######## design 1 ########
==> src/rtl/fu_sched_pkg.sv <==
`default_nettype none
// ============================================================================
//  Module      : fu_sched_pkg
//  Description : Shared constants, helpers and types for the functional-unit
//                issue scheduler (default parameters, credit-counter width
//                helper, result FIFO entry layout).
//  Ports       : none (package)
//  Revision    : 1.0 - initial release
// ============================================================================
package fu_sched_pkg;

    localparam int DEF_NUM_REQ    = 4;
    localparam int DEF_DATA_WIDTH = 32;
    localparam int DEF_TAG_WIDTH  = 5;
    localparam int DEF_LATENCY    = 3;
    localparam int DEF_BUF_DEPTH  = 4;

    // Width needed to hold any value in 0..depth inclusive.
    function automatic int credit_width(input int depth);
        return $clog2(depth + 1);
    endfunction

    // Result FIFO entry at the default widths. Instances built with other
    // widths declare the same {tag, data} layout locally.
    typedef struct packed {
        logic [DEF_TAG_WIDTH-1:0]  tag;
        logic [DEF_DATA_WIDTH-1:0] data;
    } res_entry_t;

endpackage
`default_nettype wire

==> src/rtl/fu_pipe_scheduler_if.sv <==
`default_nettype none
// ============================================================================
//  Module      : fu_pipe_scheduler_if
//  Description : Bundle of requester, functional-unit and result-bus signals
//                around the issue scheduler.
//  Ports       : none; modports
//                  slave  - scheduler side (takes requests, drives unit and
//                           result bus)
//                  master - environment side (requesters, unit, consumer)
//  Revision    : 1.0 - initial release
// ============================================================================
interface fu_pipe_scheduler_if
    import fu_sched_pkg::*;
#(
    parameter int NUM_REQ    = DEF_NUM_REQ,
    parameter int DATA_WIDTH = DEF_DATA_WIDTH,
    parameter int TAG_WIDTH  = DEF_TAG_WIDTH
) ();

    // Requesters
    logic [NUM_REQ-1:0]                 req_valid_i;
    logic [NUM_REQ-1:0][TAG_WIDTH-1:0]  req_tag_i;
    logic [NUM_REQ-1:0][DATA_WIDTH-1:0] req_a_i;
    logic [NUM_REQ-1:0][DATA_WIDTH-1:0] req_b_i;
    logic [NUM_REQ-1:0]                 req_grant_o;

    // Functional unit
    logic                               fu_valid_o;
    logic [DATA_WIDTH-1:0]              fu_a_o;
    logic [DATA_WIDTH-1:0]              fu_b_o;
    logic [DATA_WIDTH-1:0]              fu_result_i;

    // Result bus
    logic                               res_valid_o;
    logic [TAG_WIDTH-1:0]               res_tag_o;
    logic [DATA_WIDTH-1:0]              res_data_o;
    logic                               res_ready_i;

    modport slave (
        input  req_valid_i, req_tag_i, req_a_i, req_b_i, fu_result_i, res_ready_i,
        output req_grant_o, fu_valid_o, fu_a_o, fu_b_o, res_valid_o, res_tag_o, res_data_o
    );

    modport master (
        output req_valid_i, req_tag_i, req_a_i, req_b_i, fu_result_i, res_ready_i,
        input  req_grant_o, fu_valid_o, fu_a_o, fu_b_o, res_valid_o, res_tag_o, res_data_o
    );

endinterface
`default_nettype wire

==> src/rtl/fu_tag_delay.sv <==
`default_nettype none
// ============================================================================
//  Module      : fu_tag_delay
//  Description : LATENCY-stage {valid, tag} shift register that follows each
//                issued operation through the functional-unit pipeline.
//  Ports       : clk, rst      - clock, asynchronous active-high reset
//                in_valid/tag  - issue this cycle and its destination tag
//                out_valid/tag - operation whose result is on the unit
//                                output this cycle
//  Revision    : 1.0 - initial release
// ============================================================================
module fu_tag_delay #(
    parameter int LATENCY   = 3,
    parameter int TAG_WIDTH = 5
) (
    input  wire                  clk,
    input  wire                  rst,
    input  wire                  in_valid,
    input  wire  [TAG_WIDTH-1:0] in_tag,
    output logic                 out_valid,
    output logic [TAG_WIDTH-1:0] out_tag
);

    logic [LATENCY-1:0]   r_valid;
    logic [TAG_WIDTH-1:0] r_tag [LATENCY];

    always_ff @(posedge clk or posedge rst) begin
        if (rst) begin
            for (int i = 0; i < LATENCY; i++) begin
                r_valid[i] <= 1'b0;
                r_tag[i]   <= '0;
            end
        end else begin
            r_valid[0] <= in_valid;
            r_tag[0]   <= in_tag;
            for (int i = 1; i < LATENCY; i++) begin
                r_valid[i] <= r_valid[i-1];
                r_tag[i]   <= r_tag[i-1];
            end
        end
    end

    assign out_valid = r_valid[LATENCY-1];
    assign out_tag   = r_tag[LATENCY-1];

endmodule
`default_nettype wire

==> src/rtl/fu_pipe_scheduler.sv <==
`default_nettype none
// ============================================================================
//  Module      : fu_pipe_scheduler
//  Description : Round-robin issue scheduler for a shared, fixed-latency,
//                fully pipelined functional unit. Results are collected in a
//                credit-protected FIFO drained by a valid/ready result bus.
//  Ports       : clk  - clock
//                rst  - asynchronous active-high reset
//                bus  - fu_pipe_scheduler_if.slave (requests/grant, unit
//                       operands/result, result bus)
//  Revision    : 1.0 - initial release
// ============================================================================
module fu_pipe_scheduler
    import fu_sched_pkg::*;
#(
    parameter int NUM_REQ    = DEF_NUM_REQ,
    parameter int DATA_WIDTH = DEF_DATA_WIDTH,
    parameter int TAG_WIDTH  = DEF_TAG_WIDTH,
    parameter int LATENCY    = DEF_LATENCY,
    parameter int BUF_DEPTH  = DEF_BUF_DEPTH
) (
    input wire                 clk,
    input wire                 rst,
    fu_pipe_scheduler_if.slave bus
);

    localparam int PTR_W  = (NUM_REQ > 1) ? $clog2(NUM_REQ) : 1;
    localparam int IDX_W  = PTR_W + 1;
    localparam int CRED_W = credit_width(BUF_DEPTH);
    localparam int AW     = (BUF_DEPTH > 1) ? $clog2(BUF_DEPTH) : 1;

    typedef struct packed {
        logic [TAG_WIDTH-1:0]  tag;
        logic [DATA_WIDTH-1:0] data;
    } entry_t;

    // ------------------------------------------------------------------
    // Round-robin arbiter
    // ------------------------------------------------------------------
    logic [PTR_W-1:0]   r_ptr;
    logic [CRED_W-1:0]  r_credits;
    logic [IDX_W-1:0]   w_idx;
    logic [PTR_W-1:0]   w_gidx;
    logic               w_any;
    logic               w_issue;
    logic [NUM_REQ-1:0] w_grant;

    // Scan from the pointer upward, wrapping; first valid requester wins.
    always_comb begin
        w_any  = 1'b0;
        w_gidx = '0;
        w_idx  = '0;
        for (int k = 0; k < NUM_REQ; k++) begin
            w_idx = {1'b0, r_ptr} + IDX_W'(k);
            if (w_idx >= IDX_W'(NUM_REQ)) begin
                w_idx = w_idx - IDX_W'(NUM_REQ);
            end
            if (!w_any && bus.req_valid_i[w_idx[PTR_W-1:0]]) begin
                w_any  = 1'b1;
                w_gidx = w_idx[PTR_W-1:0];
            end
        end
    end

    // rst gates the combinational path so outputs read 0 immediately on an
    // asynchronous reset, not just after the next edge.
    assign w_issue = !rst && w_any && (r_credits != '0);

    always_comb begin
        w_grant = '0;
        if (w_issue) begin
            w_grant[w_gidx] = 1'b1;
        end
    end

    assign bus.req_grant_o = w_grant;
    assign bus.fu_valid_o  = w_issue;
    assign bus.fu_a_o      = w_issue ? bus.req_a_i[w_gidx] : '0;
    assign bus.fu_b_o      = w_issue ? bus.req_b_i[w_gidx] : '0;

    always_ff @(posedge clk or posedge rst) begin
        if (rst) begin
            r_ptr <= '0;
        end else if (w_issue) begin
            r_ptr <= (w_gidx == PTR_W'(NUM_REQ - 1)) ? '0 : w_gidx + PTR_W'(1);
        end
    end

    // ------------------------------------------------------------------
    // In-flight tag tracking
    // ------------------------------------------------------------------
    logic                 w_fifo_wr;
    logic [TAG_WIDTH-1:0] w_ret_tag;

    fu_tag_delay #(
        .LATENCY   (LATENCY),
        .TAG_WIDTH (TAG_WIDTH)
    ) u_tag_delay (
        .clk       (clk),
        .rst       (rst),
        .in_valid  (w_issue),
        .in_tag    (bus.req_tag_i[w_gidx]),
        .out_valid (w_fifo_wr),
        .out_tag   (w_ret_tag)
    );

    // ------------------------------------------------------------------
    // Result FIFO. Every write was preceded by a credit taken at issue, so
    // occupancy can never exceed BUF_DEPTH and no full check is needed.
    // ------------------------------------------------------------------
    entry_t            r_mem [BUF_DEPTH];
    logic [AW-1:0]     r_head;
    logic [AW-1:0]     r_tail;
    logic [CRED_W-1:0] r_count;
    logic              w_res_valid;
    logic              w_res_hs;

    assign w_res_valid = (r_count != '0);
    assign w_res_hs    = w_res_valid && bus.res_ready_i;

    // Storage needs no reset: r_count decides what is visible.
    always_ff @(posedge clk) begin
        if (w_fifo_wr) begin
            r_mem[r_tail] <= '{tag: w_ret_tag, data: bus.fu_result_i};
        end
    end

    always_ff @(posedge clk or posedge rst) begin
        if (rst) begin
            r_head  <= '0;
            r_tail  <= '0;
            r_count <= '0;
        end else begin
            if (w_fifo_wr) begin
                r_tail <= (r_tail == AW'(BUF_DEPTH - 1)) ? '0 : r_tail + AW'(1);
            end
            if (w_res_hs) begin
                r_head <= (r_head == AW'(BUF_DEPTH - 1)) ? '0 : r_head + AW'(1);
            end
            case ({w_fifo_wr, w_res_hs})
                2'b10:   r_count <= r_count + CRED_W'(1);
                2'b01:   r_count <= r_count - CRED_W'(1);
                default: r_count <= r_count;
            endcase
        end
    end

    assign bus.res_valid_o = w_res_valid;
    assign bus.res_tag_o   = w_res_valid ? r_mem[r_head].tag  : '0;
    assign bus.res_data_o  = w_res_valid ? r_mem[r_head].data : '0;

    // ------------------------------------------------------------------
    // Issue credits: one per FIFO slot, returned when the result leaves.
    // ------------------------------------------------------------------
    always_ff @(posedge clk or posedge rst) begin
        if (rst) begin
            r_credits <= CRED_W'(BUF_DEPTH);
        end else begin
            case ({w_issue, w_res_hs})
                2'b10:   r_credits <= r_credits - CRED_W'(1);
                2'b01:   r_credits <= r_credits + CRED_W'(1);
                default: r_credits <= r_credits;
            endcase
        end
    end

endmodule
`default_nettype wire

==> src/flat_wrapper.sv <==
// flat-port wrapper written by rule: the top's interface ports become plain ports
module fu_pipe_scheduler_flat import fu_sched_pkg::*;
#(
    parameter int NUM_REQ    = DEF_NUM_REQ,
    parameter int DATA_WIDTH = DEF_DATA_WIDTH,
    parameter int TAG_WIDTH  = DEF_TAG_WIDTH,
    parameter int LATENCY    = DEF_LATENCY,
    parameter int BUF_DEPTH  = DEF_BUF_DEPTH
)
  (clk, rst, bus_req_valid_i, bus_req_tag_i, bus_req_a_i, bus_req_b_i, bus_fu_result_i, bus_res_ready_i, bus_req_grant_o, bus_fu_valid_o, bus_fu_a_o, bus_fu_b_o, bus_res_valid_o, bus_res_tag_o, bus_res_data_o);
  fu_pipe_scheduler_if #(.NUM_REQ(NUM_REQ), .DATA_WIDTH(DATA_WIDTH), .TAG_WIDTH(TAG_WIDTH)) bus_i ();
  input wire clk;
  input wire rst;
  input wire logic [$bits(bus_i.req_valid_i)-1:0] bus_req_valid_i;
  input wire logic [$bits(bus_i.req_tag_i)-1:0] bus_req_tag_i;
  input wire logic [$bits(bus_i.req_a_i)-1:0] bus_req_a_i;
  input wire logic [$bits(bus_i.req_b_i)-1:0] bus_req_b_i;
  input wire logic [$bits(bus_i.fu_result_i)-1:0] bus_fu_result_i;
  input wire logic [$bits(bus_i.res_ready_i)-1:0] bus_res_ready_i;
  output wire logic [$bits(bus_i.req_grant_o)-1:0] bus_req_grant_o;
  output wire logic [$bits(bus_i.fu_valid_o)-1:0] bus_fu_valid_o;
  output wire logic [$bits(bus_i.fu_a_o)-1:0] bus_fu_a_o;
  output wire logic [$bits(bus_i.fu_b_o)-1:0] bus_fu_b_o;
  output wire logic [$bits(bus_i.res_valid_o)-1:0] bus_res_valid_o;
  output wire logic [$bits(bus_i.res_tag_o)-1:0] bus_res_tag_o;
  output wire logic [$bits(bus_i.res_data_o)-1:0] bus_res_data_o;
  assign bus_i.req_valid_i = bus_req_valid_i;
  assign bus_i.req_tag_i = bus_req_tag_i;
  assign bus_i.req_a_i = bus_req_a_i;
  assign bus_i.req_b_i = bus_req_b_i;
  assign bus_i.fu_result_i = bus_fu_result_i;
  assign bus_i.res_ready_i = bus_res_ready_i;
  assign bus_req_grant_o = bus_i.req_grant_o;
  assign bus_fu_valid_o = bus_i.fu_valid_o;
  assign bus_fu_a_o = bus_i.fu_a_o;
  assign bus_fu_b_o = bus_i.fu_b_o;
  assign bus_res_valid_o = bus_i.res_valid_o;
  assign bus_res_tag_o = bus_i.res_tag_o;
  assign bus_res_data_o = bus_i.res_data_o;
  fu_pipe_scheduler #(.NUM_REQ(NUM_REQ), .DATA_WIDTH(DATA_WIDTH), .TAG_WIDTH(TAG_WIDTH), .LATENCY(LATENCY), .BUF_DEPTH(BUF_DEPTH)) u_core (.clk(clk), .rst(rst), .bus(bus_i));
endmodule
==> config.mk <==
export PLATFORM = sky130hd
export DESIGN_NAME = fu_pipe_scheduler_flat
export DESIGN_NICKNAME = d
export VERILOG_FILES = /design/src/rtl/fu_sched_pkg.sv /design/src/rtl/fu_pipe_scheduler_if.sv /design/src/rtl/fu_tag_delay.sv /design/src/rtl/fu_pipe_scheduler.sv /design/src/flat_wrapper.sv
export SDC_FILE = /design/constraint.sdc
export NUM_CORES = 1
export LEC_CHECK = 0
export CORE_AREA = 2 2 166 168
export DETAILED_ROUTE_END_ITERATION = 16
export DIE_AREA = 0 0 168 170
export PLACE_DENSITY = 0.66
export SYNTH_ARGS = -nofsm -noshare
export SYNTH_HDL_FRONTEND = slang
export SYNTH_SLANG_ARGS = --single-unit
export TNS_END_PERCENT = 50
==> constraint.sdc <==
create_clock -name clk -period 4.86 [get_ports clk]
set_clock_uncertainty 0.2 [all_clocks]
set_input_delay 0.729 -clock clk [delete_from_list [all_inputs] [get_ports clk]]
set_output_delay 0.729 -clock clk [all_outputs]
set_load 0.05 [all_outputs]
######## design 2 ########
File: src/rtl/cfg_bus_arbiter.sv
// cfg_bus_arbiter: round-robin arbiter sharing the register-configuration bus
// between master 0 (host interface) and master 1 (power-up/table loader).
// Latency: req sampled at edge N, cfg_* valid in cycle N+1, ack in cycle N+2;
// a transaction occupies the bus for 3 cycles (IDLE -> ACCESS -> DONE).
// Backpressure: a master holds req until its ack; requests are only sampled
// in IDLE, so a master simply waits while the other master's access runs.
//
// Ports:
//   clk, rst                         clock, async active-high reset
//   mN_req/we/addr/wdata             master N request and latched access
//   mN_ack/err/rdata                 master N completion pulse, range error,
//                                    read data (all valid with ack)
//   cfg_we/cfg_addr/cfg_data_in      register-bank access
//   cfg_data_out                     combinational read-back for cfg_addr
//   busy                             high while a transaction is in flight
module cfg_bus_arbiter #(
  parameter int MSB              = 15,
  parameter int MSB_REGS_ADDRESS = 7,
  parameter int MAX_ADDR         = 31
) (
  input  logic                        clk,
  input  logic                        rst,
  input  logic                        m0_req,
  input  logic                        m0_we,
  input  logic [MSB_REGS_ADDRESS:0]   m0_addr,
  input  logic [MSB:0]                m0_wdata,
  output logic                        m0_ack,
  output logic                        m0_err,
  output logic [MSB:0]                m0_rdata,
  input  logic                        m1_req,
  input  logic                        m1_we,
  input  logic [MSB_REGS_ADDRESS:0]   m1_addr,
  input  logic [MSB:0]                m1_wdata,
  output logic                        m1_ack,
  output logic                        m1_err,
  output logic [MSB:0]                m1_rdata,
  output logic                        cfg_we,
  output logic [MSB_REGS_ADDRESS:0]   cfg_addr,
  output logic [MSB:0]                cfg_data_in,
  input  logic [MSB:0]                cfg_data_out,
  output logic                        busy
);

  localparam logic [MSB_REGS_ADDRESS:0] MAX_A = MAX_ADDR[MSB_REGS_ADDRESS:0];

  typedef enum logic [1:0] {IDLE, ACCESS, DONE} state_t;

  state_t                      state, state_nxt;
  logic                        last_served, last_nxt;
  logic                        sel, sel_nxt;
  // Write/read direction of the granted access; cfg_we alone cannot tell a
  // read from an out-of-range write.
  logic                        txn_we, txn_we_nxt;
  logic                        addr_bad;

  logic                        cfg_we_nxt;
  logic [MSB_REGS_ADDRESS:0]   cfg_addr_nxt;
  logic [MSB:0]                cfg_data_in_nxt;
  logic                        m0_ack_nxt, m1_ack_nxt;
  logic                        m0_err_nxt, m1_err_nxt;
  logic [MSB:0]                m0_rdata_nxt, m1_rdata_nxt;
  logic                        busy_nxt;

  logic                        win;
  logic                        win_we;
  logic [MSB_REGS_ADDRESS:0]   win_addr;
  logic [MSB:0]                win_wdata;

  // cfg_addr holds the granted address for the whole transaction.
  assign addr_bad = (cfg_addr > MAX_A);

  always_comb begin
    state_nxt       = state;
    last_nxt        = last_served;
    sel_nxt         = sel;
    txn_we_nxt      = txn_we;
    cfg_we_nxt      = cfg_we;
    cfg_addr_nxt    = cfg_addr;
    cfg_data_in_nxt = cfg_data_in;
    m0_ack_nxt      = m0_ack;
    m1_ack_nxt      = m1_ack;
    m0_err_nxt      = m0_err;
    m1_err_nxt      = m1_err;
    m0_rdata_nxt    = m0_rdata;
    m1_rdata_nxt    = m1_rdata;
    busy_nxt        = busy;

    // On a tie the master that was not served last wins.
    win       = (m0_req && m1_req) ? ~last_served : m1_req;
    win_we    = win ? m1_we    : m0_we;
    win_addr  = win ? m1_addr  : m0_addr;
    win_wdata = win ? m1_wdata : m0_wdata;

    case (state)
      IDLE: begin
        cfg_we_nxt = 1'b0;
        if (m0_req || m1_req) begin
          sel_nxt         = win;
          last_nxt        = win;
          txn_we_nxt      = win_we;
          cfg_addr_nxt    = win_addr;
          cfg_data_in_nxt = win_wdata;
          cfg_we_nxt      = win_we && (win_addr <= MAX_A);
          busy_nxt        = 1'b1;
          state_nxt       = ACCESS;
        end
      end
      ACCESS: begin
        cfg_we_nxt = 1'b0;
        if (sel) begin
          m1_ack_nxt = 1'b1;
          m1_err_nxt = addr_bad;
          if (!txn_we && !addr_bad) m1_rdata_nxt = cfg_data_out;
        end else begin
          m0_ack_nxt = 1'b1;
          m0_err_nxt = addr_bad;
          if (!txn_we && !addr_bad) m0_rdata_nxt = cfg_data_out;
        end
        state_nxt = DONE;
      end
      DONE: begin
        m0_ack_nxt = 1'b0;
        m1_ack_nxt = 1'b0;
        m0_err_nxt = 1'b0;
        m1_err_nxt = 1'b0;
        busy_nxt   = 1'b0;
        state_nxt  = IDLE;
      end
      default: begin
        cfg_we_nxt = 1'b0;
        busy_nxt   = 1'b0;
        state_nxt  = IDLE;
      end
    endcase
  end

  always_ff @(posedge clk or posedge rst) begin
    if (rst) begin
      state       <= IDLE;
      last_served <= 1'b1;
      sel         <= 1'b0;
      txn_we      <= 1'b0;
      cfg_we      <= 1'b0;
      cfg_addr    <= '0;
      cfg_data_in <= '0;
      m0_ack      <= 1'b0;
      m1_ack      <= 1'b0;
      m0_err      <= 1'b0;
      m1_err      <= 1'b0;
      m0_rdata    <= '0;
      m1_rdata    <= '0;
      busy        <= 1'b0;
    end else begin
      state       <= state_nxt;
      last_served <= last_nxt;
      sel         <= sel_nxt;
      txn_we      <= txn_we_nxt;
      cfg_we      <= cfg_we_nxt;
      cfg_addr    <= cfg_addr_nxt;
      cfg_data_in <= cfg_data_in_nxt;
      m0_ack      <= m0_ack_nxt;
      m1_ack      <= m1_ack_nxt;
      m0_err      <= m0_err_nxt;
      m1_err      <= m1_err_nxt;
      m0_rdata    <= m0_rdata_nxt;
      m1_rdata    <= m1_rdata_nxt;
      busy        <= busy_nxt;
    end
  end

endmodule
File: config.mk
export PLATFORM = sky130hd
export DESIGN_NAME = cfg_bus_arbiter
export DESIGN_NICKNAME = d
export VERILOG_FILES = /design/src/rtl/cfg_bus_arbiter.sv
export SDC_FILE = /design/constraint.sdc
export NUM_CORES = 1
export LEC_CHECK = 0
export CAP_MARGIN = 20
export CORE_MARGIN = 3
export CORE_UTILIZATION = 46
export CTS_BUF_LIST = sky130_fd_sc_hd__clkbuf_4
export DETAILED_ROUTE_END_ITERATION = 16
export GPL_TIMING_DRIVEN = 1
export PLACE_DENSITY = 0.89
export SYNTH_ARGS = -nofsm -noshare
export SYNTH_HDL_FRONTEND = slang
export SYNTH_SLANG_ARGS = --single-unit
File: constraint.sdc
create_clock -name clk -period 6.5 [get_ports clk]
set_input_delay 1.3 -clock clk [delete_from_list [all_inputs] [get_ports clk]]
set_output_delay 1.3 -clock clk [all_outputs]
set_load 0.05 [all_outputs]
==> design_2/layers.png <==
Only two layers are drawn.
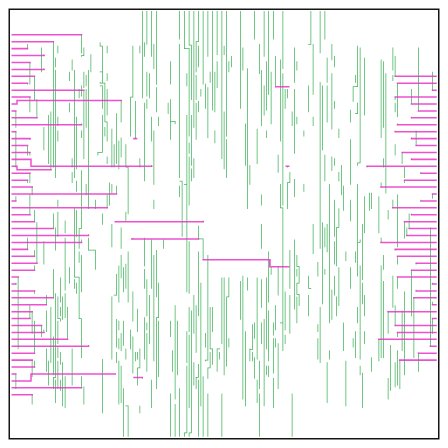
legend:
  M2:
    colour: green
    wire_length: 3090 µm
  M3:
    colour: magenta
    wire_length: 678 µm
DR WL/cell: 15.29 µm
vias: 2128
Post-Route WL: 6558 µm
gr usage total: 19.28%

==> impl_metrics.ini, design 2 <==
; yosys + openroad results
[final_layout]
fill_cells = 409
final_cells = 429
seq_cell_count = 67
final_cell_mix = clkdlybuf4s50_1 (131), dfrtp_1 (66), mux2_2 (33)

[cts]
postCtsHoldBufs = 0
clk_pin_slew_ns = 0.09
cts_resized = 0
cts_setup_buffers = 0
cts_htree_levels = 3
cts_made_buffers = 9

[synthesis]
ys_ff = 67
netlist_logic_family_top = multiplexers
top_cell = dfrtp_1
synth_area_leader_cell = dfrtp_1
synth_seq_share_pct = 59.81

[route]
post-route-drc-count = 0
drtIter0Drc = 52

[timing]
clock.fmax_ghz = 0.3235
finClkSkew_ns = 0.01675
finalClockPeriodUsage_pct = 47.55
timing.setup.tns_ns = 0
max-slew-margin-rel_pct = 28.91

[place]
gp_congestion = 0.7710

[floorplan]
die_area_mm2 = 0.007071
die_x_um = 84.09

[worst_setup_path]
slowest_delay_ns = 0.85
arrival_ns = 3.37
cp.required_ns = 6.78
startpoint_type = input port

[global_route]
grt_max_degree = 68

[run_status]
outcome = completed
## design 2: worst register-to-register path, cell delays in order (launching register included)
cell and delay [ns]:
dfrtp_1 0.41, or3_4 0.43, nor4_4 0.88, mux2_2 0.44
## design 2: sequential cells by signal (all words and copies together) (netlist names)
name and cells:
cfg_data_in 16, m0_rdata 16, m1_rdata 16, cfg_addr 8
state 2, busy 1, cfg_we 1, last_served 1
m0_ack 1, m0_err 1, m1_ack 1, m1_err 1
sel 1, txn_we 1
## design 2: metal layers
layer  vias up  GRT usage [%]  routed length [µm]
li1       1034              -                   -
met1       983          22.70                2677
met2       103          30.99                3091
met3         8          7.206                 677
met4         0          9.211                 112
met5         -              0                   0
## design 2: path summary, 6_finish.rpt
path	from	end	slack (ns)	cells after the start
max	m1_req	cfg_we	3.41	5
min	cfg_data_in[4]	cfg_data_in[4]	0.49	2
max reg2reg	cfg_addr[7]	m0_rdata[13]	4.22	3
min reg2reg	cfg_data_in[4]	cfg_data_in[4]	0.49	2
max in group asynchronous	rst	m0_rdata[2]	4.48	3
min in group asynchronous	rst	cfg_addr[4]	1.46	3
==> design_1/m1.png <==
Scale bar: 50 µm. Supply wires on this layer in grey.
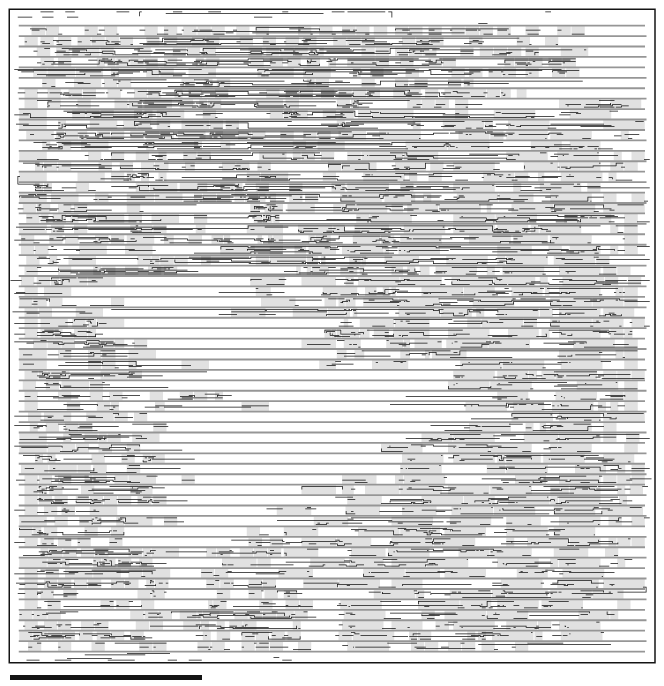
wire length on this layer: 13600 µm
nets with wire on the layer: 1166
vias: 6660
Post-Route WL: 32830 µm
GR Util met1: 29.75%

==> impl_metrics.ini, design 1 <==
; yosys + openroad results
[final_layout]
seq_area_mm2 = 0.005199
largest_reg_flops = 148
signal_buffers = 440
seq_cell_count = 178
fin_area_mm2 = 0.01470
fin_util_pct = 55.14
inverters = 13
logic_gates = 337
clockBufferCount = 22
diodes = 5
drive_gt1_share_pct = 16.50

[place]
dp_hpwl_um = 25830
placement.cell_area_mm2 = 0.01413
dp_slack_ns = 0.6145
dp_cells = 1309

[route]
post-route-drc-count = 0
ant_nets = 0
viasPerCell = 4.948

[timing]
finalClockPeriodUsage_pct = 86.62
clock.fmax_ghz = 0.2375
hold_viol = 0
drv_slew = 0
setup_slack_ns = 0.6503

[flow_run]
drv_cap = 0

[floorplan]
die_area_mm2 = 0.02856
num_rows = 60
initial_core_util_pct = 33.15

[synthesis]
xor_share_pct = 0.5949
aoi_share_pct = 5.354
synth.cellmix.simpleShare_pct = 4.150
syn_area_per_cell_um2 = 15.55

[worst_setup_path]
worst_setup_path_end_kind = output port
r2r_end = u_core.r_credits[1]
slowest_delay_ns = 0.66
path_delay_family = buffers and inverters
crit_fanout = 30

[run_status]
outcome = completed

[global_route]
top_usage_layer = met2
grt_pass1_vias = 6715
design 1: power by group:
part / total [W] / internal (W) / switching [W]
clock: 0.00126 / 0.000715 / 0.000542
sequential: 0.00226 / 0.00206 / 0.000197
combinational: 0.00535 / 0.00232 / 0.00303
total: 0.00887 / 0.00510 / 0.00377
design 1: cell usage after synthesis, drive strengths merged:
cell type    n  area, µm²
o21ai        3      15.01
ha          11      137.6
inv         13      48.80
nand2b       1      6.260
mux2         3      33.78
mux2i      145       1451
edfxtp     148       4444
or3          2      12.51
mux4        37      833.3
nor3b        1      7.510
dfstp        1      26.28
clkbuf       8      30.03
xnor2        2      17.52
nor2         2      7.510
buf         32      170.2
a2bb2oi      1      15.01
a21o         1      7.510
nor3         3      20.02
nor4         1      6.260
xor2         4      35.03
o22ai       64      400.4
dfrtp       29      725.7
a211oi       1      20.02
a21oi        3      15.01
fa           2      40.04
nand3b       1      7.510
and2        45      281.5
nand2        4      17.52
design 1: routing by layer:
metal | vias to the layer above | part of all wire (%)
met5 | - | 0
met4 | 0 | 0.79
met3 | 14 | 8.8
met2 | 272 | 49
met1 | 3278 | 41
li1 | 3096 | -


## Gallery

Track usage over the die.
Plate I
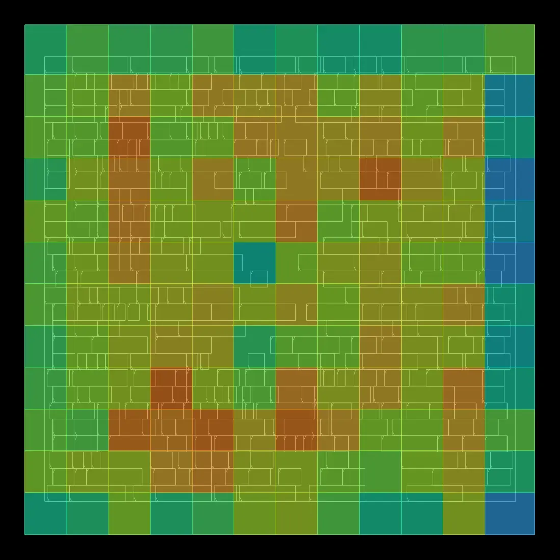
Plate II
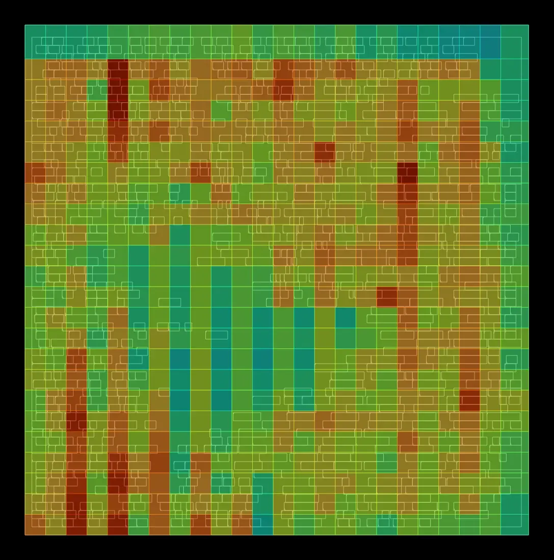
design 1: Plate II
design 2: Plate I

Power figures rest on the tool's default switching activity, not on a simulated workload.
